# ps2_rx_event_queue

ps2_rx_event_queue/zoom.png
Scale bar: 10 um. Window x 15 to 40, y 15 to 40 um. Cells in gray, sequential cells in the stronger gray; small squares are vias.
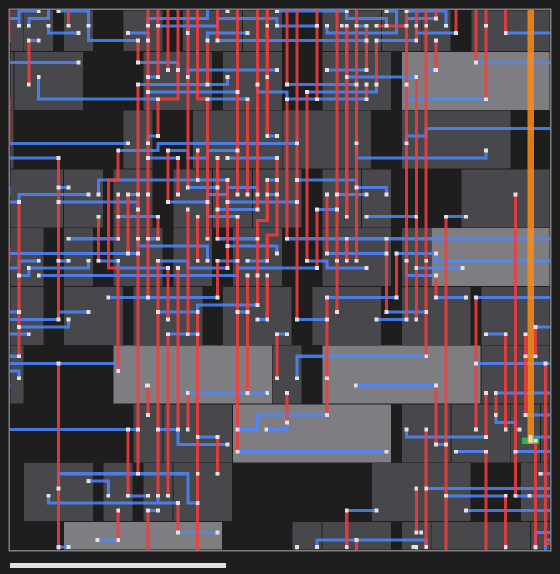
ps2_rx_event_queue/port_nets.png
Scale bar: 20 um.
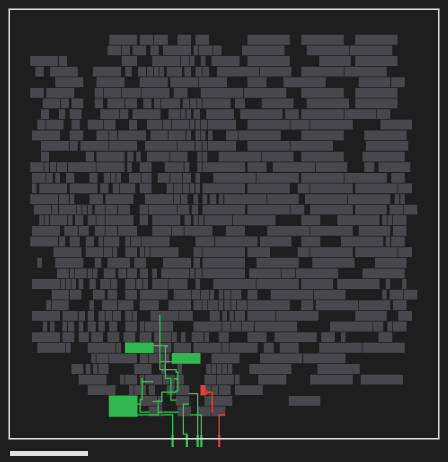
===== config.mk =====
export PLATFORM = sky130hd
export DESIGN_NAME = ps2_rx_event_queue
export DESIGN_NICKNAME = d
export VERILOG_FILES = /design/src/rtl/ps2_rx_event_queue_pkg.sv /design/src/rtl/ps2_rx_event_queue_line_filter.sv /design/src/rtl/ps2_rx_event_queue.sv
export SDC_FILE = /design/constraint.sdc
export NUM_CORES = 1
export LEC_CHECK = 0
export CORE_MARGIN = 5
export CORE_UTILIZATION = 62
export CTS_BUF_LIST = sky130_fd_sc_hd__clkbuf_4 sky130_fd_sc_hd__clkbuf_8
export DETAILED_ROUTE_END_ITERATION = 8
export PLACE_DENSITY = 0.8
export SLEW_MARGIN = 20
export SYNTH_ARGS = -nofsm -noshare
export SYNTH_HDL_FRONTEND = slang
export SYNTH_SLANG_ARGS = --single-unit

===== constraint.sdc =====
create_clock -name clk -period 4.38 [get_ports clk]
set_clock_uncertainty 0.15 [all_clocks]
set_input_delay 0.876 -clock clk [delete_from_list [all_inputs] [get_ports clk]]
set_output_delay 0.876 -clock clk [all_outputs]
set_load 0.02 [all_outputs]

===== src/rtl/ps2_rx_event_queue_pkg.sv =====
// ps2_rx_event_queue_pkg: PS/2 scan-code constants, frame size, FSM states and event record
package ps2_rx_event_queue_pkg;
   localparam logic [7:0] SCAN_EXTENDED  = 8'hE0;
   localparam logic [7:0] SCAN_KEY_UP    = 8'hF0;
   localparam int         PS2_FRAME_BITS = 11;
   typedef enum logic [1:0] {IDLE, RECV, CHECK} state_t;
   typedef struct packed {
      logic       ext;
      logic       rel;
      logic [7:0] code;
   } evt_t;
endpackage


===== src/rtl/ps2_rx_event_queue_line_filter.sv =====
// ps2_line_filter: 2-FF synchroniser plus FILTER_LEN-sample glitch filter, idles high
module ps2_line_filter #(
   parameter int FILTER_LEN = 8
) (
   input  logic clk,
   input  logic rst,
   input  logic line_i,
   output logic line_o
);
   localparam int CW = $clog2(FILTER_LEN);
   logic [1:0]    sync_q;
   logic [CW-1:0] cnt_q;
   logic          filt_q;
   always_ff @(posedge clk) begin
      if (rst) begin
         sync_q <= 2'b11;
         cnt_q  <= '0;
         filt_q <= 1'b1;
      end else begin
         sync_q <= {sync_q[0], line_i};
         if (sync_q[1] == filt_q) cnt_q <= '0;
         else if (cnt_q == CW'(FILTER_LEN - 1)) begin
            filt_q <= sync_q[1];
            cnt_q  <= '0;
         end else cnt_q <= cnt_q + 1'b1;
      end
   end
   assign line_o = filt_q;
endmodule


===== src/rtl/ps2_rx_event_queue.sv =====
// ps2_rx_event_queue: PS/2 frame receiver, E0/F0 prefix decoder and FWFT key-event FIFO
module ps2_rx_event_queue
   import ps2_rx_event_queue_pkg::*;
#(
   parameter int FILTER_LEN     = 8,
   parameter int TIMEOUT_CYCLES = 10000,
   parameter int FIFO_DEPTH     = 8,
   parameter int CHECK_PARITY   = 1
) (
   input  logic                        clk,
   input  logic                        rst,
   input  logic                        ps2_clk,
   input  logic                        ps2_data,
   output logic                        rx_byte_valid,
   output logic [7:0]                  rx_byte,
   output logic                        evt_valid,
   input  logic                        evt_ready,
   output logic [7:0]                  evt_code,
   output logic                        evt_ext,
   output logic                        evt_release,
   output logic                        frame_err,
   output logic                        overflow,
   output logic [$clog2(FIFO_DEPTH):0] fifo_count
);
   localparam int TW = $clog2(TIMEOUT_CYCLES + 1);
   localparam int AW = $clog2(FIFO_DEPTH);
   logic          fclk, fdata, fclk_q, fall;
   state_t        st_q, st_d;
   logic [3:0]    bit_cnt_q, bit_cnt_d;
   logic [9:0]    sr_q, sr_d;
   logic [TW-1:0] to_q, to_d;
   logic [7:0]    rx_byte_q;
   logic          ext_q, rel_q, good, err, push, pop, full, wr_en;
   evt_t          mem [FIFO_DEPTH];
   evt_t          head;
   logic [AW-1:0] wr_q, rd_q;
   logic [AW:0]   cnt_q;

   ps2_line_filter #(.FILTER_LEN(FILTER_LEN)) u_clk_filt (.clk(clk), .rst(rst), .line_i(ps2_clk), .line_o(fclk));
   ps2_line_filter #(.FILTER_LEN(FILTER_LEN)) u_dat_filt (.clk(clk), .rst(rst), .line_i(ps2_data), .line_o(fdata));

   assign fall = fclk_q & ~fclk;

   // sr_q shifts right so after bit 10 it holds {stop, parity, data[7:0]}
   always_comb begin
      st_d      = st_q;
      bit_cnt_d = bit_cnt_q;
      sr_d      = sr_q;
      to_d      = '0;
      err       = 1'b0;
      good      = 1'b0;
      case (st_q)
         IDLE: if (fall) begin
            if (fdata) err = 1'b1;
            else begin
               st_d      = RECV;
               bit_cnt_d = 4'd1;
            end
         end
         RECV: if (fall) begin
            sr_d      = {fdata, sr_q[9:1]};
            bit_cnt_d = bit_cnt_q + 4'd1;
            st_d      = (bit_cnt_q == 4'(PS2_FRAME_BITS - 1)) ? CHECK : RECV;
         end else begin
            to_d = to_q + 1'b1;
            if (to_d == TW'(TIMEOUT_CYCLES)) begin
               err  = 1'b1;
               st_d = IDLE;
            end
         end
         CHECK: begin
            err  = ~sr_q[9] | ((CHECK_PARITY != 0) & ~(^sr_q[8:0]));
            good = ~err;
            st_d = IDLE;
         end
         default: st_d = IDLE;
      endcase
   end

   assign push  = good & (sr_q[7:0] != SCAN_EXTENDED) & (sr_q[7:0] != SCAN_KEY_UP);
   assign evt_valid = cnt_q != '0;
   assign full  = cnt_q == (AW+1)'(FIFO_DEPTH);
   assign pop   = evt_valid & evt_ready;
   assign wr_en = push & (~full | pop);
   assign head  = mem[rd_q];

   assign rx_byte_valid = good & ~rst;
   assign frame_err     = err & ~rst;
   assign overflow      = push & full & ~pop & ~rst;
   assign rx_byte       = good ? sr_q[7:0] : rx_byte_q;
   assign evt_code      = evt_valid ? head.code : 8'h00;
   assign evt_ext       = evt_valid & head.ext;
   assign evt_release   = evt_valid & head.rel;
   assign fifo_count    = cnt_q;

   always_ff @(posedge clk) begin
      if (rst) begin
         fclk_q    <= 1'b1;
         st_q      <= IDLE;
         bit_cnt_q <= '0;
         sr_q      <= '0;
         to_q      <= '0;
         rx_byte_q <= '0;
         ext_q     <= 1'b0;
         rel_q     <= 1'b0;
         wr_q      <= '0;
         rd_q      <= '0;
         cnt_q     <= '0;
      end else begin
         fclk_q    <= fclk;
         st_q      <= st_d;
         bit_cnt_q <= bit_cnt_d;
         sr_q      <= sr_d;
         to_q      <= to_d;
         if (good) rx_byte_q <= sr_q[7:0];
         if (err) begin
            ext_q <= 1'b0;
            rel_q <= 1'b0;
         end else if (good) begin
            ext_q <= (sr_q[7:0] == SCAN_EXTENDED) | (ext_q & ~push);
            rel_q <= (sr_q[7:0] == SCAN_KEY_UP) | (rel_q & ~push);
         end
         if (wr_en) wr_q <= wr_q + 1'b1;
         if (pop) rd_q <= rd_q + 1'b1;
         cnt_q <= cnt_q + (AW+1)'(wr_en) - (AW+1)'(pop);
      end
   end

   always_ff @(posedge clk) begin
      if (wr_en) mem[wr_q] <= '{ext: ext_q, rel: rel_q, code: sr_q[7:0]};
   end
endmodule


==> summary.log <==
qor: critical_path.worstSetupEndpoint overflow
qor: placed_design.placement.setup.worst_slack 0.646 ns
qor: cells_and_area.layout_top_cells edfxtp_1 (80), dfxtp_1 (66), nor2_1 (54), nand2_1 (37), clkdlybuf4s50_1 (28)
qor: floorplan.tapcell.inserted 133
qor: power_and_ir_drop.p_switching 948 uW
qor: timing.final_max_slew_viol_count 0
qor: cells_and_area.diodes_inserted 0
qor: yosys.top_cell edfxtp_1
qor: yosys.avgSynthCellArea 12.9 um^2
qor: status.status completed
qor: critical_path.r2r_cells 13
qor: critical_path.setup.worst_path.class flip-flop to primary output
qor: power_and_ir_drop.biggest_power_consumer_among_the_groups registers
qor: critical_path.critical_path.max_stage_delay 0.69 ns
qor: yosys.yosys.cell_types.count 58
qor: clocking.tritoncts yes
qor: critical_path.path_length_in_cells_of_the_critical_path 6
qor: timing.final_min_period_over_clock_period 95.4%
qor: hold_path.worst_hold_path_depth 1
qor: power_and_ir_drop.power.internal 2.25 mW
qor: detailed_routing.drt_iter0_markers 195
qor: yosys.ys_async_sr_fraction 0%
About ps2_rx_event_queue/zoom.png:
legend:
  orange:
    layer: met4
  green:
    layer: met3
  red:
    layer: met2
  blue:
    layer: met1
cells with their middle in the window: 57
most frequent: nor2_1 (9), nand3_1 (5), dfxtp_1 (5)
netlist names of flops here include: to_q (4), fifo_count (1)
sequential cells in the window: 5

About ps2_rx_event_queue/port_nets.png:
legend:
  green:
    port: fifo_count
    bits: 4
    direction: output
    end_cells: 4
    buffers: 4
    wire: 135 um
  red:
    port: evt_valid
    bits: 1
    direction: output
    end_cells: 1
    buffers: 1
    wire: 14.8 um

flip-flops by register name, indices dropped and copies added (netlist names), named ones only:
register,count
mem,80
to_q,14
sr_q,10
rx_byte_q,8
bit_cnt_q,4
fifo_count,4
rd_q,3
u_clk_filt.cnt_q,3
u_dat_filt.cnt_q,3
wr_q,3
st_q,2
u_clk_filt.sync_q,2
u_dat_filt.sync_q,2
ext_q,1
fclk_q,1
rel_q,1
u_clk_filt.line_o,1
u_dat_filt.line_o,1

# costas_loop_filter

$ cat src/rtl/costas_loop_filter.sv
// rtl/costas_loop_filter.sv - BPSK Costas loop phase detector and PI loop filter
//
// Purpose: forms the phase error I*Q from matched-filtered arm samples and
// runs it through a shift-gain proportional-integral filter. The result is
// the signed frequency-correction word for the NCO stage. Also provides an
// integrator freeze and a lock indicator.
//
// Ports:
//   clk, rst          clock, synchronous active-high reset
//   KP_SHIFT          proportional gain (arithmetic right shift of err)
//   KI_SHIFT          integral gain (arithmetic right shift of scaled err)
//   freeze            holds the integrator while 1
//   i_tdata, q_tdata  signed I/Q arm samples
//   iq_tvalid         sample valid, no backpressure
//   feedback_tdata    signed correction word
//   feedback_tvalid   one-cycle pulse per sample, iq_tvalid delayed 3 cycles
//   locked            set after LOCK_COUNT consecutive small-error samples

module costas_loop_filter #(
  parameter int WIDTH       = 16,
  parameter int ACC_WIDTH   = 24,
  parameter int LOCK_THRESH = 1024,
  parameter int LOCK_COUNT  = 256
) (
  input  logic                    clk,
  input  logic                    rst,
  input  logic [3:0]              KP_SHIFT,
  input  logic [3:0]              KI_SHIFT,
  input  logic                    freeze,
  input  logic signed [WIDTH-1:0] i_tdata,
  input  logic signed [WIDTH-1:0] q_tdata,
  input  logic                    iq_tvalid,
  output logic signed [WIDTH-1:0] feedback_tdata,
  output logic                    feedback_tvalid,
  output logic                    locked
);

  localparam int SHIFT = ACC_WIDTH - WIDTH;
  localparam int CNT_W = $clog2(LOCK_COUNT + 1);

  localparam logic signed [WIDTH-1:0]     W_MAX   = {1'b0, {(WIDTH-1){1'b1}}};
  localparam logic signed [WIDTH-1:0]     W_MIN   = {1'b1, {(WIDTH-1){1'b0}}};
  localparam logic signed [ACC_WIDTH-1:0] ACC_MAX = {1'b0, {(ACC_WIDTH-1){1'b1}}};
  localparam logic signed [ACC_WIDTH-1:0] ACC_MIN = {1'b1, {(ACC_WIDTH-1){1'b0}}};
  localparam logic [WIDTH:0]              THRESH  = LOCK_THRESH[WIDTH:0];
  localparam logic [CNT_W-1:0]            CNT_MAX = LOCK_COUNT[CNT_W-1:0];

  // Pipeline registers
  logic                    v1, v2, v3;
  logic signed [WIDTH-1:0] err1;
  logic signed [WIDTH-1:0] prop2;
  logic signed [ACC_WIDTH-1:0] integ;
  logic [CNT_W-1:0]        cnt;

  // Stage 1: phase error
  logic signed [2*WIDTH-1:0] prod;
  logic signed [WIDTH:0]     err_wide;
  logic signed [WIDTH-1:0]   err_sat;
  logic                      unused_prod_lsbs;

  always_comb begin
    prod = i_tdata * q_tdata;
    // Arithmetic shift by WIDTH-1 keeps WIDTH+1 significant bits; only
    // (-max)*(-max) can exceed the WIDTH-bit range.
    err_wide = prod[2*WIDTH-1:WIDTH-1];
    if (err_wide[WIDTH] != err_wide[WIDTH-1])
      err_sat = err_wide[WIDTH] ? W_MIN : W_MAX;
    else
      err_sat = err_wide[WIDTH-1:0];
  end

  assign unused_prod_lsbs = ^prod[WIDTH-2:0];

  // Stage 2: proportional term, integrator, lock counter
  logic signed [WIDTH-1:0]     prop_next;
  logic signed [ACC_WIDTH-1:0] inc_base;
  logic signed [ACC_WIDTH-1:0] inc;
  logic signed [ACC_WIDTH:0]   integ_sum;
  logic signed [ACC_WIDTH-1:0] integ_next;
  logic signed [WIDTH:0]       err_ext;
  logic [WIDTH:0]              err_abs;
  logic [CNT_W-1:0]            cnt_next;

  always_comb begin
    prop_next = err1 >>> KP_SHIFT;
    inc_base  = {err1, {SHIFT{1'b0}}};
    inc       = inc_base >>> KI_SHIFT;
    integ_sum = {integ[ACC_WIDTH-1], integ} + {inc[ACC_WIDTH-1], inc};
    if (integ_sum[ACC_WIDTH] != integ_sum[ACC_WIDTH-1])
      integ_next = integ_sum[ACC_WIDTH] ? ACC_MIN : ACC_MAX;
    else
      integ_next = integ_sum[ACC_WIDTH-1:0];

    // One extra bit so that |-2^(WIDTH-1)| is representable
    err_ext = {err1[WIDTH-1], err1};
    err_abs = err_ext[WIDTH] ? (-err_ext) : err_ext;
    if (err_abs < THRESH)
      cnt_next = (cnt == CNT_MAX) ? cnt : cnt + CNT_W'(1);
    else
      cnt_next = '0;
  end

  // Stage 3: output sum using the integrator already updated by this sample
  logic signed [WIDTH-1:0] integ_hi;
  logic signed [WIDTH:0]   out_sum;
  logic signed [WIDTH-1:0] out_sat;

  always_comb begin
    integ_hi = integ[ACC_WIDTH-1:SHIFT];
    out_sum  = {prop2[WIDTH-1], prop2} + {integ_hi[WIDTH-1], integ_hi};
    if (out_sum[WIDTH] != out_sum[WIDTH-1])
      out_sat = out_sum[WIDTH] ? W_MIN : W_MAX;
    else
      out_sat = out_sum[WIDTH-1:0];
  end

  always_ff @(posedge clk) begin
    if (rst) begin
      v1             <= 1'b0;
      v2             <= 1'b0;
      v3             <= 1'b0;
      err1           <= '0;
      prop2          <= '0;
      integ          <= '0;
      cnt            <= '0;
      locked         <= 1'b0;
      feedback_tdata <= '0;
    end else begin
      v1 <= iq_tvalid;
      if (iq_tvalid)
        err1 <= err_sat;

      v2 <= v1;
      if (v1) begin
        prop2 <= prop_next;
        if (!freeze)
          integ <= integ_next;
        cnt    <= cnt_next;
        locked <= (cnt_next == CNT_MAX);
      end

      v3 <= v2;
      if (v2)
        feedback_tdata <= out_sat;
    end
  end

  assign feedback_tvalid = v3;

endmodule

$ cat config.mk
export PLATFORM = sky130hd
export DESIGN_NAME = costas_loop_filter
export DESIGN_NICKNAME = d
export VERILOG_FILES = /design/src/rtl/costas_loop_filter.sv
export SDC_FILE = /design/constraint.sdc
export NUM_CORES = 1
export LEC_CHECK = 0
export ABC_AREA = 0
export CORE_ASPECT_RATIO = 0.75
export CORE_MARGIN = 1
export CORE_UTILIZATION = 45
export DETAILED_ROUTE_END_ITERATION = 16
export MAX_ROUTING_LAYER = met4
export PLACE_DENSITY = 0.59
export RECOVER_POWER = 100
export SLEW_MARGIN = 20
export SYNTH_ARGS = -nofsm -noshare
export SYNTH_HDL_FRONTEND = slang
export SYNTH_SLANG_ARGS = --single-unit
$ cat constraint.sdc
create_clock -name clk -period 7.62 [get_ports clk]
set_clock_uncertainty 0.05 [all_clocks]
set_input_delay 0.762 -clock clk [delete_from_list [all_inputs] [get_ports clk]]
set_output_delay 0.762 -clock clk [all_outputs]
set_load 0.01 [all_outputs]
costas_loop_filter/port_nets.png
Scale bar: 50 um.
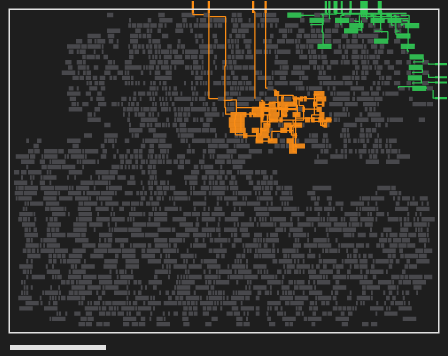
legend:
  orange:
    port: KP_SHIFT
    bits: 4
    direction: input
    end_cells: 68
    buffers: 4
    wire: 647 um
  green:
    port: feedback_tdata
    bits: 16
    direction: output
    end_cells: 16
    buffers: 16
    wire: 382 um

==> summary.log <==
qor: status.status completed
qor: cells_and_area.finish.instance_area 18000 um^2
qor: timing.slew_headroom 26.8%
qor: critical_path.reg2reg_setup_slack 2.43 ns
qor: placed_design.placement_cell_area 17700 um^2
qor: placed_design.routabilityCongestion 0.875
qor: critical_path.setup.worst_path.class input pin to flip-flop
qor: yosys.yosys-stat-area 16400 um^2
qor: global_route.largest_net_degree_at_the_start_of_global_routing 78
qor: yosys.ys.warnings.count 0
qor: hold_path.end_of_the_worst_hold_path err1[15]
qor: critical_path.worstSetupEndpoint err1[12]
qor: yosys.synth_sequential_area_ratio 10.4%
qor: floorplan.floorplan_utilization 45.7%
qor: detailed_routing.drt-vias-per-instance 5.31
qor: floorplan.die_height 167 um
qor: flow_run.stage_log_warnings 27
qor: hold_path.worst_hold_path_depth 2
qor: cells_and_area.finalNonFillerCells 2428
qor: placed_design.placement.setup.worst_slack -0.117 ns
qor: yosys.top_cell inv_1
registers in the layout, summed over array words and instances (netlist names):
signal,cells
integ,24
err1,16
feedback_tdata,16
prop2,16
cnt,9
feedback_tvalid,1
locked,1
v1,1
v2,1
routing by layer:
layer  vias up  GRT usage, %
met1      6405          33.4
li1       6241             -
met4         0          2.81
met2       219          37.0
met3        33          2.98
met5         -             -
cell type report:
class                      count  area (um^2)
clock inverter                 6         93.8
multi-input combinational   1395        13000
tap                          465          582
sequential                    85         1700
inverter                     334         1250
fill                        3512        17800
timing repair buffer         131         1130
clock buffer                  10          229
antenna                        2         5.00

# alu_exec_unit

alu_exec_unit/final_congestion.png
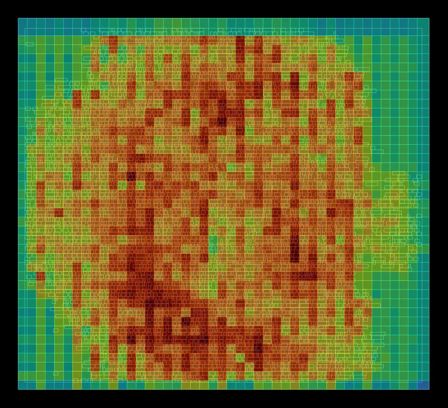
alu_exec_unit/registers.png
Scale bar: 100 um.
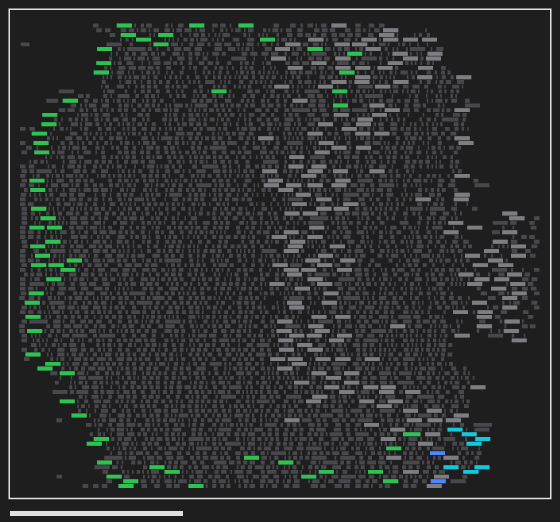
alu_exec_unit/port_nets.png
Scale bar: 100 um.
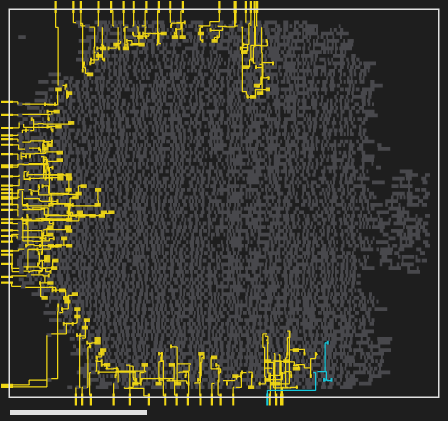
### src/rtl/alu_exec_unit.sv
// alu_exec_unit: handshaked ALU execution unit with single-cycle logic/arith
// ops and an iterative LSB-first shift-add multiplier.
module alu_exec_unit #(
  parameter int unsigned WIDTH = 64
) (
  input  logic             clk,
  input  logic             rst_n,
  input  logic             req_valid,
  output logic             req_ready,
  input  logic [3:0]       req_ctl,
  input  logic [WIDTH-1:0] req_a,
  input  logic [WIDTH-1:0] req_b,
  output logic             resp_valid,
  input  logic             resp_ready,
  output logic [WIDTH-1:0] resp_result,
  output logic             resp_zero,
  output logic             busy
);

  localparam int unsigned CW = $clog2(WIDTH) + 1;

  localparam logic [3:0] OP_AND = 4'd0;
  localparam logic [3:0] OP_OR  = 4'd1;
  localparam logic [3:0] OP_ADD = 4'd2;
  localparam logic [3:0] OP_MUL = 4'd3;
  localparam logic [3:0] OP_SUB = 4'd6;
  localparam logic [3:0] OP_SLT = 4'd7;
  localparam logic [3:0] OP_NOR = 4'd12;

  typedef enum logic [1:0] {
    ST_IDLE = 2'd0,
    ST_MUL  = 2'd1,
    ST_DONE = 2'd2
  } state_t;

  state_t           state;
  logic [WIDTH-1:0] a_q;
  logic [WIDTH-1:0] b_q;
  logic [WIDTH-1:0] acc;
  logic [CW-1:0]    cnt;

  logic [WIDTH-1:0] alu_res_c;
  logic [WIDTH-1:0] acc_next_c;

  // Single-cycle result for the request currently presented
  always_comb begin
    alu_res_c = '0;
    case (req_ctl)
      OP_AND:  alu_res_c = req_a & req_b;
      OP_OR:   alu_res_c = req_a | req_b;
      OP_ADD:  alu_res_c = req_a + req_b;
      OP_SUB:  alu_res_c = req_a - req_b;
      OP_SLT:  alu_res_c = WIDTH'($signed(req_a) < $signed(req_b));
      OP_NOR:  alu_res_c = ~(req_a | req_b);
      default: alu_res_c = '0;
    endcase
  end

  // One shift-add multiply step
  always_comb begin
    acc_next_c = acc;
    if (b_q[0]) acc_next_c = acc + a_q;
  end

  // Control FSM, operand/accumulator datapath and registered outputs
  always_ff @(posedge clk or negedge rst_n) begin
    if (!rst_n) begin
      state       <= ST_IDLE;
      a_q         <= '0;
      b_q         <= '0;
      acc         <= '0;
      cnt         <= '0;
      resp_result <= '0;
      resp_zero   <= 1'b0;
      req_ready   <= 1'b1;
      resp_valid  <= 1'b0;
      busy        <= 1'b0;
    end else begin
      case (state)
        ST_IDLE: begin
          if (req_valid) begin
            req_ready <= 1'b0;
            busy      <= 1'b1;
            if (req_ctl == OP_MUL) begin
              a_q   <= req_a;
              b_q   <= req_b;
              acc   <= '0;
              cnt   <= '0;
              state <= ST_MUL;
            end else begin
              resp_result <= alu_res_c;
              resp_zero   <= (alu_res_c == '0);
              resp_valid  <= 1'b1;
              state       <= ST_DONE;
            end
          end
        end
        ST_MUL: begin
          acc <= acc_next_c;
          a_q <= a_q << 1;
          b_q <= b_q >> 1;
          cnt <= cnt + CW'(1);
          if (cnt == CW'(WIDTH - 1)) begin
            resp_result <= acc_next_c;
            resp_zero   <= (acc_next_c == '0);
            resp_valid  <= 1'b1;
            state       <= ST_DONE;
          end
        end
        ST_DONE: begin
          if (resp_ready) begin
            resp_valid <= 1'b0;
            req_ready  <= 1'b1;
            busy       <= 1'b0;
            state      <= ST_IDLE;
          end
        end
        default: begin
          state      <= ST_IDLE;
          req_ready  <= 1'b1;
          resp_valid <= 1'b0;
          busy       <= 1'b0;
        end
      endcase
    end
  end

endmodule

### config.mk
export PLATFORM = sky130hd
export DESIGN_NAME = alu_exec_unit
export DESIGN_NICKNAME = d
export VERILOG_FILES = /design/src/rtl/alu_exec_unit.sv
export SDC_FILE = /design/constraint.sdc
export NUM_CORES = 1
export LEC_CHECK = 0
export ABC_CLOCK_PERIOD_IN_PS = 4700
export CAP_MARGIN = 20
export CELL_PAD_IN_SITES_DETAIL_PLACEMENT = 1
export CELL_PAD_IN_SITES_GLOBAL_PLACEMENT = 2
export CORE_ASPECT_RATIO = 0.9
export CORE_MARGIN = 5
export CORE_UTILIZATION = 36
export CTS_BUF_LIST = sky130_fd_sc_hd__clkbuf_8 sky130_fd_sc_hd__clkbuf_16
export CTS_CLUSTER_DIAMETER = 60
export DETAILED_ROUTE_END_ITERATION = 10
export GPL_ROUTABILITY_DRIVEN = 0
export PLACE_DENSITY = 0.9
export SETUP_SLACK_MARGIN = 0.1
export SYNTH_ARGS = -nofsm -noshare
export SYNTH_HDL_FRONTEND = slang
export SYNTH_SLANG_ARGS = --single-unit
export TNS_END_PERCENT = 1
### constraint.sdc
create_clock -name clk -period 4.7 [get_ports clk]
set_input_delay 0.94 -clock clk [delete_from_list [all_inputs] [get_ports clk]]
set_output_delay 0.94 -clock clk [all_outputs]
set_load 0.005 [all_outputs]
==> summary.log <==
qor: timing.setup-violations-final 3
qor: critical_path.setup.worst_path.class input pin to flip-flop
qor: yosys.yosys-top-cells-area dfrtp_1 (23%), ha_1 (12%), nand2_1 (7.7%)
qor: cells_and_area.diodes_inserted 1
qor: status.status complete, but fails checks
qor: floorplan.tapcell.inserted 1060
qor: critical_path.critical_path.max_stage_delay 0.50 ns
qor: cells_and_area.n_all_inverters 236
qor: yosys.synth_area_leader_cell dfrtp_1
qor: power_and_ir_drop.power 23.2 mW
qor: cells_and_area.nets 5358
qor: yosys.max_area_cell_share 22.6%
qor: global_route.global_route.usage.met3 6.85%
qor: yosys.top_cell nand2_1
qor: cells_and_area.layout.non_clock_buffers 1119
qor: yosys.ys.warnings.count 0
qor: yosys.registers_synthesis 269
qor: power_and_ir_drop.cellPowerDensity 558 nW/um^2
qor: timing.clock_skew 0.0319 ns
qor: yosys.yosys-top-cells-count nand2_1 (607), nor2_1 (460), a21oi_1 (304), ha_1 (276), dfrtp_1 (268)
qor: cells_and_area.lay_top_count buf_4
qor: status.violations setup timing
qor: cells_and_area.comb_cells 3274
qor: yosys.synth_sequential_area_ratio 22.7%
qor: clocking.ctsResizeCount 39
qor: cells_and_area.layout.area.seq 6740 um^2
qor: placed_design.dpl_cells 5936
qor: cells_and_area.seq_cell_count 269
qor: critical_path.regToRegStartpoint a_q[15]
qor: critical_path.path_length_in_cells_of_the_critical_path 17
qor: timing.worst_slack -0.0996 ns
Notes on alu_exec_unit/final_congestion.png above:
met1 demand-to-capacity share in global routing: 45.4%
most used routing layer: met2
met2 Track Usage GR: 48.8%

Notes on alu_exec_unit/registers.png above:
legend:
  cyan:
    netlist_name: cnt
    placed_flops: 7
    where: bottom right
  green:
    netlist_name: b_q
    placed_flops: 64
  blue:
    netlist_name: state
    placed_flops: 2
not colored: 196

Notes on alu_exec_unit/port_nets.png above:
legend:
  cyan:
    port: resp_ready
    bits: 1
    direction: input
    end_cells: 3
    buffers: 1
    wire: 95.4 um
  yellow:
    port: req_b
    bits: 64
    direction: input
    end_cells: 214
    buffers: 118
    wire: 4010 um

## report_power, final
group / internal, mW / leakage, nW / switching (mW)
registers: 3.37 / 3.21 / 1.10
clock network: 2.17 / 0.770 / 1.36
logic: 6.13 / 15.2 / 9.06
## cells by family after synthesis
group / count (synthesis) / synth area share (%)
AOI/OAI and AO/OA: 1307 / 30.0
xor gates and xnor gates: 47 / 1.39
adders and majority gates: 279 / 11.8
buffers and inverters: 491 / 7.08
DFF: 269 / 22.7
muxes: 78 / 2.76
and+or+nand+nor: 1563 / 24.2

# imem_arbiter_flat

imem_arbiter_flat/gate_families.png
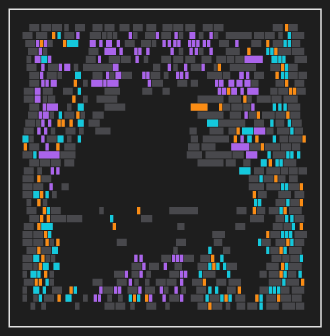
===== config.mk =====
export PLATFORM = sky130hd
export DESIGN_NAME = imem_arbiter_flat
export DESIGN_NICKNAME = d
export VERILOG_FILES = /design/src/rtl/imem_arbiter_pkg.sv /design/src/rtl/imem_arbiter_if.sv /design/src/rtl/imem_arbiter_pick.sv /design/src/rtl/imem_arbiter.sv /design/src/flat_wrapper.sv
export SDC_FILE = /design/constraint.sdc
export NUM_CORES = 1
export LEC_CHECK = 0
export ABC_AREA = 1
export CORE_AREA = 4 4 102 104
export DETAILED_ROUTE_END_ITERATION = 10
export DIE_AREA = 0 0 106 108
export GPL_TIMING_DRIVEN = 0
export PLACE_DENSITY = 0.72
export SYNTH_ARGS = -nofsm -noshare
export SYNTH_HDL_FRONTEND = slang
export SYNTH_SLANG_ARGS = --single-unit

===== constraint.sdc =====
create_clock -name clk -period 1.85 [get_ports clk]
set_input_delay 0.185 -clock clk [delete_from_list [all_inputs] [get_ports clk]]
set_output_delay 0.185 -clock clk [all_outputs]
set_load 0.005 [all_outputs]

===== src/rtl/imem_arbiter_pkg.sv =====
// rtl/imem_arbiter_pkg.sv - shared types for the instruction-memory arbiter
//
// Package riscv_structures: response-tracking state enum and the
// request/response structs. Structs are sized to the widest supported
// address/data width; users zero-extend into them and truncate out.
package riscv_structures;

    localparam int IMEM_AW_MAX = 64;
    localparam int IMEM_DW_MAX = 64;

    // Which requester owns the memory read data in the current cycle.
    typedef enum logic [1:0] {
        IDLE   = 2'd0,
        RSP_FE = 2'd1,
        RSP_LD = 2'd2
    } imem_rsp_state_e;

    typedef struct packed {
        logic                   we;
        logic [IMEM_AW_MAX-1:0] addr;
        logic [IMEM_DW_MAX-1:0] wdata;
    } imem_req_t;

    typedef struct packed {
        logic                   valid;
        logic [IMEM_DW_MAX-1:0] data;
    } imem_rsp_t;

endpackage


===== src/rtl/imem_arbiter_if.sv =====
// rtl/imem_arbiter_if.sv - fetch/loader/memory bundle for the arbiter
//
// slave  : arbiter view (requests and mem_rdata in; readies, responses and
//          memory command out)
// master : requester/memory-model view (the mirror image)
interface imem_arbiter_if #(
    parameter int ADDR_W = 32,
    parameter int DATA_W = 32
);
    logic              fe_req_valid;
    logic              fe_req_ready;
    logic [ADDR_W-1:0] fe_req_addr;
    logic              fe_rsp_valid;
    logic [DATA_W-1:0] fe_rsp_data;
    logic              fe_flush;

    logic              ld_req_valid;
    logic              ld_req_ready;
    logic              ld_req_we;
    logic [ADDR_W-1:0] ld_req_addr;
    logic [DATA_W-1:0] ld_req_wdata;
    logic              ld_rsp_valid;
    logic [DATA_W-1:0] ld_rsp_data;

    logic              mem_en;
    logic              mem_we;
    logic [ADDR_W-1:0] mem_addr;
    logic [DATA_W-1:0] mem_wdata;
    logic [DATA_W-1:0] mem_rdata;

    modport slave (
        input  fe_req_valid, fe_req_addr, fe_flush,
        input  ld_req_valid, ld_req_we, ld_req_addr, ld_req_wdata,
        input  mem_rdata,
        output fe_req_ready, fe_rsp_valid, fe_rsp_data,
        output ld_req_ready, ld_rsp_valid, ld_rsp_data,
        output mem_en, mem_we, mem_addr, mem_wdata
    );

    modport master (
        output fe_req_valid, fe_req_addr, fe_flush,
        output ld_req_valid, ld_req_we, ld_req_addr, ld_req_wdata,
        output mem_rdata,
        input  fe_req_ready, fe_rsp_valid, fe_rsp_data,
        input  ld_req_ready, ld_rsp_valid, ld_rsp_data,
        input  mem_en, mem_we, mem_addr, mem_wdata
    );
endinterface


===== src/rtl/imem_arbiter_pick.sv =====
// rtl/imem_arbiter_pick.sv - fetch/loader grant decision and burst counter
//
// Module imem_arb_pick. Optional macro: IMEM_ARB_LOCK_EN (adds ld_lock).
// Ports:
//   clk, reset_n          clock, async active-low reset
//   fe_valid, ld_valid    request valids
//   ld_lock               loader strict priority (IMEM_ARB_LOCK_EN only)
//   fe_ready, ld_ready    combinational readies (0 while in reset)
//   fe_grant, ld_grant    one-hot-or-zero grant of this cycle
module imem_arb_pick #(
    parameter int MAX_FE_BURST = 4
) (
    input  logic clk,
    input  logic reset_n,
    input  logic fe_valid,
    input  logic ld_valid,
`ifdef IMEM_ARB_LOCK_EN
    input  logic ld_lock,
`endif
    output logic fe_ready,
    output logic ld_ready,
    output logic fe_grant,
    output logic ld_grant
);
    localparam int CNT_W = $clog2(MAX_FE_BURST + 1);

    logic [CNT_W-1:0] fe_burst_cnt_q, fe_burst_cnt_d;
    logic             ld_turn;

    always_comb begin
        ld_turn        = ld_valid && (fe_burst_cnt_q == CNT_W'(MAX_FE_BURST));
        fe_ready       = 1'b0;
        ld_ready       = 1'b0;
        fe_grant       = 1'b0;
        ld_grant       = 1'b0;
        fe_burst_cnt_d = fe_burst_cnt_q;

        if (reset_n) begin
`ifdef IMEM_ARB_LOCK_EN
            fe_ready = !ld_turn && !ld_lock;
            ld_ready = ld_lock || !fe_valid || ld_turn;
`else
            fe_ready = !ld_turn;
            ld_ready = !fe_valid || ld_turn;
`endif
        end
        fe_grant = fe_valid && fe_ready;
        ld_grant = ld_valid && ld_ready;

        // Count fetch wins only while the loader is actually waiting.
        if (!ld_valid || ld_grant) begin
            fe_burst_cnt_d = '0;
        end else if (fe_grant && (fe_burst_cnt_q != CNT_W'(MAX_FE_BURST))) begin
            fe_burst_cnt_d = fe_burst_cnt_q + 1'b1;
        end
`ifdef IMEM_ARB_LOCK_EN
        // Held at zero while locked, so release always starts a fresh burst.
        if (ld_lock) begin
            fe_burst_cnt_d = '0;
        end
`endif
    end

    always_ff @(posedge clk or negedge reset_n) begin
        if (!reset_n) begin
            fe_burst_cnt_q <= '0;
        end else begin
            fe_burst_cnt_q <= fe_burst_cnt_d;
        end
    end

endmodule


===== src/rtl/imem_arbiter.sv =====
// rtl/imem_arbiter.sv - single-port instruction memory arbiter (fetch vs loader)
//
// Optional macro: IMEM_ARB_LOCK_EN (adds ld_lock input, loader strict priority).
// Ports:
//   clk, reset_n   clock, async active-low reset
//   ld_lock        loader lock (IMEM_ARB_LOCK_EN only)
//   bus (slave)    fetch req/rsp + fe_flush, loader req/rsp, memory port
// Memory has one-cycle read latency, so the response is produced the cycle
// after the grant; the FSM remembers whose data mem_rdata carries.
module imem_arbiter
    import riscv_structures::*;
#(
    parameter int ADDR_W       = 32,
    parameter int DATA_W       = 32,
    parameter int MAX_FE_BURST = 4
) (
    input  logic           clk,
    input  logic           reset_n,
`ifdef IMEM_ARB_LOCK_EN
    input  logic           ld_lock,
`endif
    imem_arbiter_if.slave  bus
);
    logic fe_grant, ld_grant, fe_ready, ld_ready;

    imem_arb_pick #(
        .MAX_FE_BURST(MAX_FE_BURST)
    ) u_pick (
        .clk      (clk),
        .reset_n  (reset_n),
        .fe_valid (bus.fe_req_valid),
        .ld_valid (bus.ld_req_valid),
`ifdef IMEM_ARB_LOCK_EN
        .ld_lock  (ld_lock),
`endif
        .fe_ready (fe_ready),
        .ld_ready (ld_ready),
        .fe_grant (fe_grant),
        .ld_grant (ld_grant)
    );

    imem_rsp_state_e state_q, state_d;
    logic            ld_wr_q, ld_wr_d;
    logic            flush_pend_q, flush_pend_d;
    logic            fe_live_due;
    imem_req_t       fe_req, ld_req, sel_req;
    imem_rsp_t       fe_rsp, ld_rsp;
    logic [IMEM_DW_MAX-1:0] rdata_ext;
    logic            unused_pad;

    always_comb begin
        fe_req       = '0;
        fe_req.addr  = IMEM_AW_MAX'(bus.fe_req_addr);
        ld_req       = '0;
        ld_req.we    = bus.ld_req_we;
        ld_req.addr  = IMEM_AW_MAX'(bus.ld_req_addr);
        ld_req.wdata = IMEM_DW_MAX'(bus.ld_req_wdata);
        sel_req      = ld_grant ? ld_req : fe_req;
        rdata_ext    = IMEM_DW_MAX'(bus.mem_rdata);

        state_d = IDLE;
        if (fe_grant) begin
            state_d = RSP_FE;
        end else if (ld_grant) begin
            state_d = RSP_LD;
        end
        ld_wr_d = ld_grant && bus.ld_req_we;

        // A flush kills the oldest live fetch: the response due now if there
        // is one, otherwise the fetch being granted in the same cycle. This
        // lets a redirect fetch issued alongside the flush survive.
        fe_live_due  = (state_q == RSP_FE) && !flush_pend_q;
        flush_pend_d = fe_grant && bus.fe_flush && !fe_live_due;

        fe_rsp       = '0;
        fe_rsp.valid = fe_live_due && !bus.fe_flush;
        if (fe_rsp.valid) begin
            fe_rsp.data = rdata_ext;
        end

        ld_rsp       = '0;
        ld_rsp.valid = (state_q == RSP_LD);
        if (ld_rsp.valid && !ld_wr_q) begin
            ld_rsp.data = rdata_ext;
        end
    end

    always_ff @(posedge clk or negedge reset_n) begin
        if (!reset_n) begin
            state_q      <= IDLE;
            ld_wr_q      <= 1'b0;
            flush_pend_q <= 1'b0;
        end else begin
            state_q      <= state_d;
            ld_wr_q      <= ld_wr_d;
            flush_pend_q <= flush_pend_d;
        end
    end

    // Grants are already forced low in reset, so the memory command and
    // responses fall to zero without extra gating.
    assign bus.fe_req_ready = fe_ready;
    assign bus.ld_req_ready = ld_ready;
    assign bus.mem_en       = fe_grant || ld_grant;
    assign bus.mem_we       = ld_grant && sel_req.we;
    assign bus.mem_addr     = bus.mem_en ? ADDR_W'(sel_req.addr) : '0;
    assign bus.mem_wdata    = bus.mem_we ? DATA_W'(sel_req.wdata) : '0;
    assign bus.fe_rsp_valid = fe_rsp.valid;
    assign bus.fe_rsp_data  = DATA_W'(fe_rsp.data);
    assign bus.ld_rsp_valid = ld_rsp.valid;
    assign bus.ld_rsp_data  = DATA_W'(ld_rsp.data);

    // Upper padding bits of the max-width structs are never consumed.
    assign unused_pad = ^{sel_req, fe_rsp, ld_rsp};

endmodule


===== src/flat_wrapper.sv =====
// flat-port wrapper written by rule: the top's interface ports become plain ports
module imem_arbiter_flat import riscv_structures::*;
#(
    parameter int ADDR_W       = 32,
    parameter int DATA_W       = 32,
    parameter int MAX_FE_BURST = 4
)
  (clk, reset_n, bus_fe_req_valid, bus_fe_req_addr, bus_fe_flush, bus_ld_req_valid, bus_ld_req_we, bus_ld_req_addr, bus_ld_req_wdata, bus_mem_rdata, bus_fe_req_ready, bus_fe_rsp_valid, bus_fe_rsp_data, bus_ld_req_ready, bus_ld_rsp_valid, bus_ld_rsp_data, bus_mem_en, bus_mem_we, bus_mem_addr, bus_mem_wdata);
  imem_arbiter_if #(.ADDR_W(ADDR_W), .DATA_W(DATA_W)) bus_i ();
  input  logic clk;
  input  logic reset_n;
  input wire logic [$bits(bus_i.fe_req_valid)-1:0] bus_fe_req_valid;
  input wire logic [$bits(bus_i.fe_req_addr)-1:0] bus_fe_req_addr;
  input wire logic [$bits(bus_i.fe_flush)-1:0] bus_fe_flush;
  input wire logic [$bits(bus_i.ld_req_valid)-1:0] bus_ld_req_valid;
  input wire logic [$bits(bus_i.ld_req_we)-1:0] bus_ld_req_we;
  input wire logic [$bits(bus_i.ld_req_addr)-1:0] bus_ld_req_addr;
  input wire logic [$bits(bus_i.ld_req_wdata)-1:0] bus_ld_req_wdata;
  input wire logic [$bits(bus_i.mem_rdata)-1:0] bus_mem_rdata;
  output wire logic [$bits(bus_i.fe_req_ready)-1:0] bus_fe_req_ready;
  output wire logic [$bits(bus_i.fe_rsp_valid)-1:0] bus_fe_rsp_valid;
  output wire logic [$bits(bus_i.fe_rsp_data)-1:0] bus_fe_rsp_data;
  output wire logic [$bits(bus_i.ld_req_ready)-1:0] bus_ld_req_ready;
  output wire logic [$bits(bus_i.ld_rsp_valid)-1:0] bus_ld_rsp_valid;
  output wire logic [$bits(bus_i.ld_rsp_data)-1:0] bus_ld_rsp_data;
  output wire logic [$bits(bus_i.mem_en)-1:0] bus_mem_en;
  output wire logic [$bits(bus_i.mem_we)-1:0] bus_mem_we;
  output wire logic [$bits(bus_i.mem_addr)-1:0] bus_mem_addr;
  output wire logic [$bits(bus_i.mem_wdata)-1:0] bus_mem_wdata;
  assign bus_i.fe_req_valid = bus_fe_req_valid;
  assign bus_i.fe_req_addr = bus_fe_req_addr;
  assign bus_i.fe_flush = bus_fe_flush;
  assign bus_i.ld_req_valid = bus_ld_req_valid;
  assign bus_i.ld_req_we = bus_ld_req_we;
  assign bus_i.ld_req_addr = bus_ld_req_addr;
  assign bus_i.ld_req_wdata = bus_ld_req_wdata;
  assign bus_i.mem_rdata = bus_mem_rdata;
  assign bus_fe_req_ready = bus_i.fe_req_ready;
  assign bus_fe_rsp_valid = bus_i.fe_rsp_valid;
  assign bus_fe_rsp_data = bus_i.fe_rsp_data;
  assign bus_ld_req_ready = bus_i.ld_req_ready;
  assign bus_ld_rsp_valid = bus_i.ld_rsp_valid;
  assign bus_ld_rsp_data = bus_i.ld_rsp_data;
  assign bus_mem_en = bus_i.mem_en;
  assign bus_mem_we = bus_i.mem_we;
  assign bus_mem_addr = bus_i.mem_addr;
  assign bus_mem_wdata = bus_i.mem_wdata;
  imem_arbiter #(.ADDR_W(ADDR_W), .DATA_W(DATA_W), .MAX_FE_BURST(MAX_FE_BURST)) u_core (.clk(clk), .reset_n(reset_n), .bus(bus_i));
endmodule

==> summary.log <==
qor: yosys.ys_async_sr_fraction 100%
qor: status.status complete, but fails checks
qor: yosys.post_synthesis_mux_area_share 0%
qor: cells_and_area.nFillCells 940
qor: cells_and_area.comb-cell-share 22.8%
qor: critical_path.setup.worst_path.class flip-flop to primary output
qor: yosys.postSynth.topFlopCell dfrtp_1
qor: hold_path.hold_path.class input pin to asynchronous set/reset pin
qor: yosys.synth-adder-area-share 1.73%
qor: clocking.clk_latency 0.23 ns
qor: critical_path.r2r_cells 11
qor: global_route.met2_usage 31.3%
qor: cells_and_area.lay_top_count clkdlybuf4s50_1
qor: cells_and_area.seq_cell_count 7
qor: clocking.cts-root-buf clkbuf_8
qor: timing.setup-violations-final 63
qor: yosys.max_area_cell_share 27.5%
qor: floorplan.core.rowCount 36
qor: critical_path.timing.critical_path.buf_inv 5
qor: cells_and_area.post_route_cells_drive_above_1_share 27.5%
qor: yosys.combined_area_of_all_synthesized_cells 1450 um^2
qor: critical_path.reg2reg_to u_core.u_pick.fe_burst_cnt_q[2]
qor: detailed_routing.total_wire_length_after_detailed_routing 9730 um
qor: global_route.grt_pass1_vias 2973
qor: clocking.cts.sinks 7
qor: critical_path.cpMaxStageDelayCell dfrtp_1
qor: floorplan.tapcell.inserted 133
qor: critical_path.setup.worst_path.start u_core.u_pick.fe_burst_cnt_q[0]
qor: clocking.htree_num_levels 1
qor: timing.worst_slack -0.125 ns
qor: timing.report.final.hold_viol_count 0
qor: cells_and_area.layout.area.seq 175 um^2
qor: placed_design.port_buffers 266
qor: global_route.global_route.usage.met3 4.36%
qor: clocking.clock_transition_at_path_regs 0.04 ns
qor: detailed_routing.vias 2979
qor: status.violations setup timing
qor: placed_design.placement_cell_area 4280 um^2
qor: floorplan.die-width 106 um
qor: cells_and_area.comb_cells 220
qor: critical_path.timing.critical_path.arrival 1.79 ns
About imem_arbiter_flat/gate_families.png:
legend:
  purple:
    family: NAND gates
    cells: 117
    where: all over the die
  cyan:
    family: NOR gates
    cells: 100
    where: all over the die
  orange:
    family: inverters
    cells: 76
    where: all over the die

## where the power goes
part | leakage, nW | switching, mW | internal [mW]
Combinational | 3.00 | 0.261 | 0.463
Sequential | 0.0948 | 0.00387 | 0.159
Clock | 0.0228 | 0.0683 | 0.149
## sequential cells by signal (all words and copies together) (netlist names)
register and count:
u_core.state_q 2, u_core.ld_wr_q 1, u_core.u_pick.fe_burst_cnt_q 3, u_core.flush_pend_q 1
## repair_timing
action,in CTS,in global routing
gates cloned,4,0
setup buffers,25,9
gates resized,352,94
pin swaps,9,14
endpoints found under the setup margin,127,115

# seq_div

seq_div/met3.png
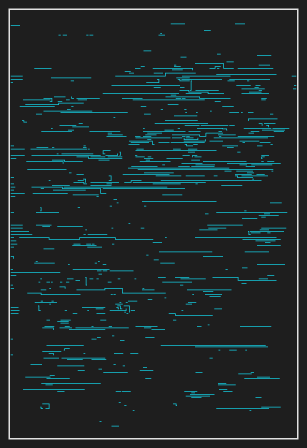
seq_div/zoom.png
Scale bar: 10 um. Window x 18 to 43, y 33 to 58 um. Cells in gray, sequential cells in the stronger gray; small squares are vias.
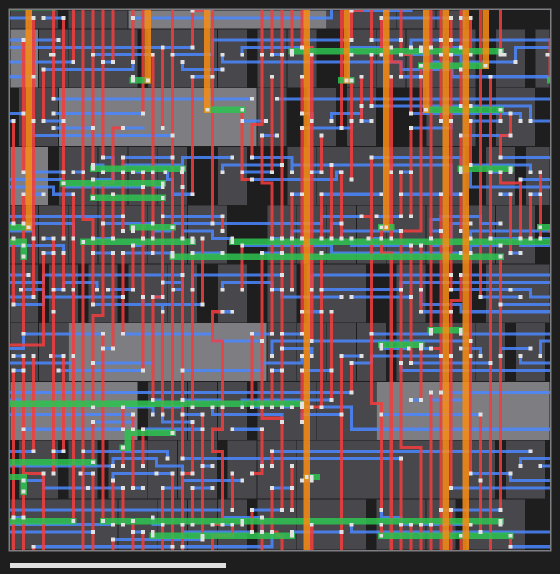
seq_div/gate_families.png
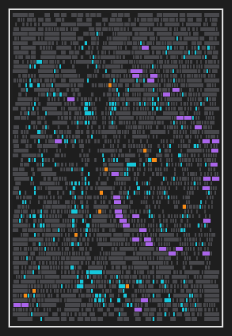
<file path="config.mk">
export PLATFORM = sky130hd
export DESIGN_NAME = seq_div
export DESIGN_NICKNAME = d
export VERILOG_FILES = /design/src/rtl/seq_div.sv
export SDC_FILE = /design/constraint.sdc
export NUM_CORES = 1
export LEC_CHECK = 0
export ABC_AREA = 1
export CORE_ASPECT_RATIO = 1.5
export CORE_UTILIZATION = 64
export CTS_CLUSTER_DIAMETER = 100
export DETAILED_ROUTE_END_ITERATION = 8
export PLACE_DENSITY = 0.85
export SYNTH_ARGS = -nofsm -noshare
export SYNTH_HDL_FRONTEND = slang
export SYNTH_SLANG_ARGS = --single-unit
</file>
<file path="constraint.sdc">
create_clock -name Clk -period 11.1 [get_ports Clk]
set_clock_uncertainty 0.2 [all_clocks]
set_input_delay 2.22 -clock Clk [delete_from_list [all_inputs] [get_ports Clk]]
set_output_delay 2.22 -clock Clk [all_outputs]
set_load 0.01 [all_outputs]
</file>
<file path="src/rtl/seq_div.sv">
// seq_div: sequential radix-2 restoring divider for RISC-V DIV/DIVU/REM/REMU.
// The divider produces one quotient bit per cycle. Its results are registered
// and hold until the next operation completes.
module seq_div #(
  parameter int unsigned WIDTH = 32
) (
  input  logic             Clk,
  input  logic             Rst,
  input  logic             L,
  input  logic             Signed,
  input  logic [WIDTH-1:0] dividend,
  input  logic [WIDTH-1:0] divisor,
  output logic [WIDTH-1:0] quotient,
  output logic [WIDTH-1:0] remainder,
  output logic             Busy,
  output logic             Done
);

  localparam int unsigned CW = $clog2(WIDTH + 1);
  localparam logic [WIDTH-1:0] MINV = {1'b1, {(WIDTH-1){1'b0}}};

  typedef enum logic [1:0] {
    IDLE,
    CALC,
    FIX
  } state_t;

  state_t           state, state_nxt;
  logic [WIDTH-1:0] acc;      // partial remainder
  logic [WIDTH-1:0] dq;       // dividend magnitude, shifts into quotient
  logic [WIDTH-1:0] dmag;     // divisor magnitude
  logic             qneg;
  logic             rneg;
  logic [CW-1:0]    count;

  logic             div_zero;
  logic             ovf;
  logic             special;
  logic [WIDTH-1:0] a_mag;
  logic [WIDTH-1:0] b_mag;
  logic [WIDTH:0]   shifted;
  logic [WIDTH:0]   trial;
  logic             qbit;

  // Operand classification, magnitudes and one restoring-division step.
  always_comb begin
    div_zero = (divisor == '0);
    ovf      = Signed && (dividend == MINV) && (divisor == '1);
    special  = div_zero || ovf;
    a_mag    = (Signed && dividend[WIDTH-1]) ? -dividend : dividend;
    b_mag    = (Signed && divisor[WIDTH-1])  ? -divisor  : divisor;
    shifted  = {acc, dq[WIDTH-1]};
    trial    = shifted - {1'b0, dmag};
    qbit     = ~trial[WIDTH];
  end

  // State register.
  always_ff @(posedge Clk or posedge Rst) begin
    if (Rst) state <= IDLE;
    else     state <= state_nxt;
  end

  // Next-state logic. Special cases skip CALC and finish in FIX.
  always_comb begin
    state_nxt = state;
    case (state)
      IDLE: if (L) state_nxt = special ? FIX : CALC;
      CALC: if (count == CW'(1)) state_nxt = FIX;
      FIX:  state_nxt = IDLE;
      default: state_nxt = IDLE;
    endcase
  end

  // Datapath and outputs. The special-case results are preloaded into the
  // magnitude registers with both signs cleared. FIX then writes them back
  // unchanged, so every path shares the same result write.
  always_ff @(posedge Clk or posedge Rst) begin
    if (Rst) begin
      quotient  <= '0;
      remainder <= '0;
      Busy      <= 1'b0;
      Done      <= 1'b0;
      count     <= '0;
      acc       <= '0;
      dq        <= '0;
      dmag      <= '0;
      qneg      <= 1'b0;
      rneg      <= 1'b0;
    end else begin
      Done <= 1'b0;
      case (state)
        IDLE: begin
          if (L) begin
            if (div_zero) begin
              dq   <= '1;
              acc  <= dividend;
              qneg <= 1'b0;
              rneg <= 1'b0;
            end else if (ovf) begin
              dq   <= dividend;
              acc  <= '0;
              qneg <= 1'b0;
              rneg <= 1'b0;
            end else begin
              dq    <= a_mag;
              dmag  <= b_mag;
              acc   <= '0;
              qneg  <= Signed && (dividend[WIDTH-1] ^ divisor[WIDTH-1]);
              rneg  <= Signed && dividend[WIDTH-1];
              count <= CW'(WIDTH);
              Busy  <= 1'b1;
            end
          end
        end
        CALC: begin
          acc   <= qbit ? trial[WIDTH-1:0] : shifted[WIDTH-1:0];
          dq    <= {dq[WIDTH-2:0], qbit};
          count <= count - CW'(1);
        end
        FIX: begin
          quotient  <= qneg ? -dq : dq;
          remainder <= rneg ? -acc : acc;
          Done      <= 1'b1;
          Busy      <= 1'b0;
        end
        default: ;
      endcase
    end
  end

endmodule

</file>
==> summary.log <==
qor: flow_run.timing.max_cap.violations 0
qor: critical_path.setup.worst_path.class input pin to flip-flop
qor: power_and_ir_drop.p_leak 8.34 nW
qor: cells_and_area.post_route_cells_drive_above_1_share 3.91%
qor: yosys.yosys.area_share.xor_xnor 7.02%
qor: status.status completed
qor: detailed_routing.drt-vias-per-instance 5.82
qor: critical_path.timing.critical_path.buf_inv 3
qor: cells_and_area.lay_top_count nand2_1
qor: critical_path.setup.worst_path.start dividend[0]
qor: cells_and_area.seq_cell_count 172
qor: detailed_routing.route.detailed.drc 0
qor: global_route.grt_pass1_vias 14600
qor: timing.fmax 191 MHz
qor: timing.setup_repair_after_global_routing_missed_its_margin no
qor: detailed_routing.dr_wl_met2 23800 um
qor: timing.final_min_period_over_clock_period 47.2%
qor: placed_design.placement_cell_area 15500 um^2
qor: cells_and_area.n_all_inverters 376
qor: floorplan.floorplan_utilization 65.2%
qor: clocking.clock_transition_at_path_regs 0.08 ns
qor: power_and_ir_drop.cellPowerDensity 341 nW/um^2
qor: critical_path.path_length_in_cells_of_the_critical_path 12
## Picture notes: seq_div/met3.png
wire length on this layer: 3350 um
share of all routed wire: 7.0%
nets with wire on the layer: 307
longest straight run: 58.0 um

## Picture notes: seq_div/zoom.png
legend:
  orange:
    layer: met4
  red:
    layer: met2
  green:
    layer: met3
  blue:
    layer: met1
netlist names of flops here include: dq (3), qneg (1)
sequential cells in the window: 4
most frequent: nand2_1 (32), o21ai_0 (12), inv_1 (9)
cells with their middle in the window: 88

## Picture notes: seq_div/gate_families.png
legend:
  cyan:
    family: NOR gates
    cells: 246
    where: all over the die
  orange:
    family: AND and OR gates
    cells: 11
  purple:
    family: adder and majority cells
    cells: 40

-- sequential cells by signal (all words and copies together) (netlist names) --
name / cells
acc: 32
dmag: 32
dq: 32
quotient: 32
remainder: 32
count: 6
state: 2
Busy: 1
Done: 1
qneg: 1
rneg: 1
-- layer usage --
layer	vias to the layer above	GRT usage (%)
met5	-	0
met3	246	9.09
met4	0	38.0
li1	7141	-
met1	6951	45.0
met2	791	75.5


## Gallery

Routing congestion map.
image #1
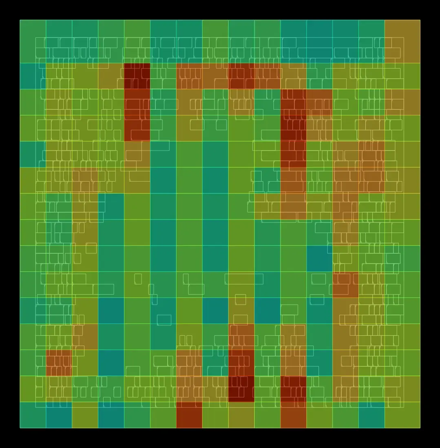
image #2
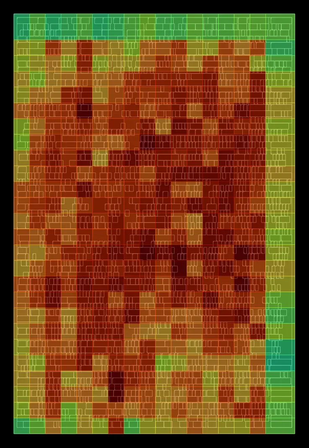
image #3
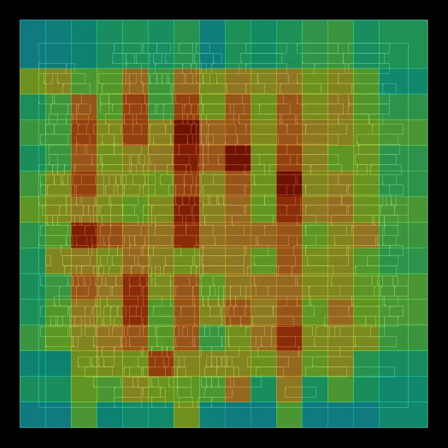
image #4
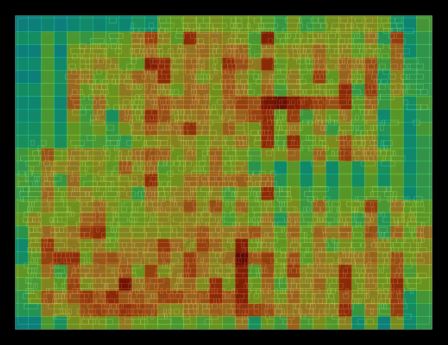
- image #1 = imem_arbiter_flat
- image #2 = seq_div
- image #4 = costas_loop_filter
- image #3 = ps2_rx_event_queue

Power and IR drop assume default switching activity.
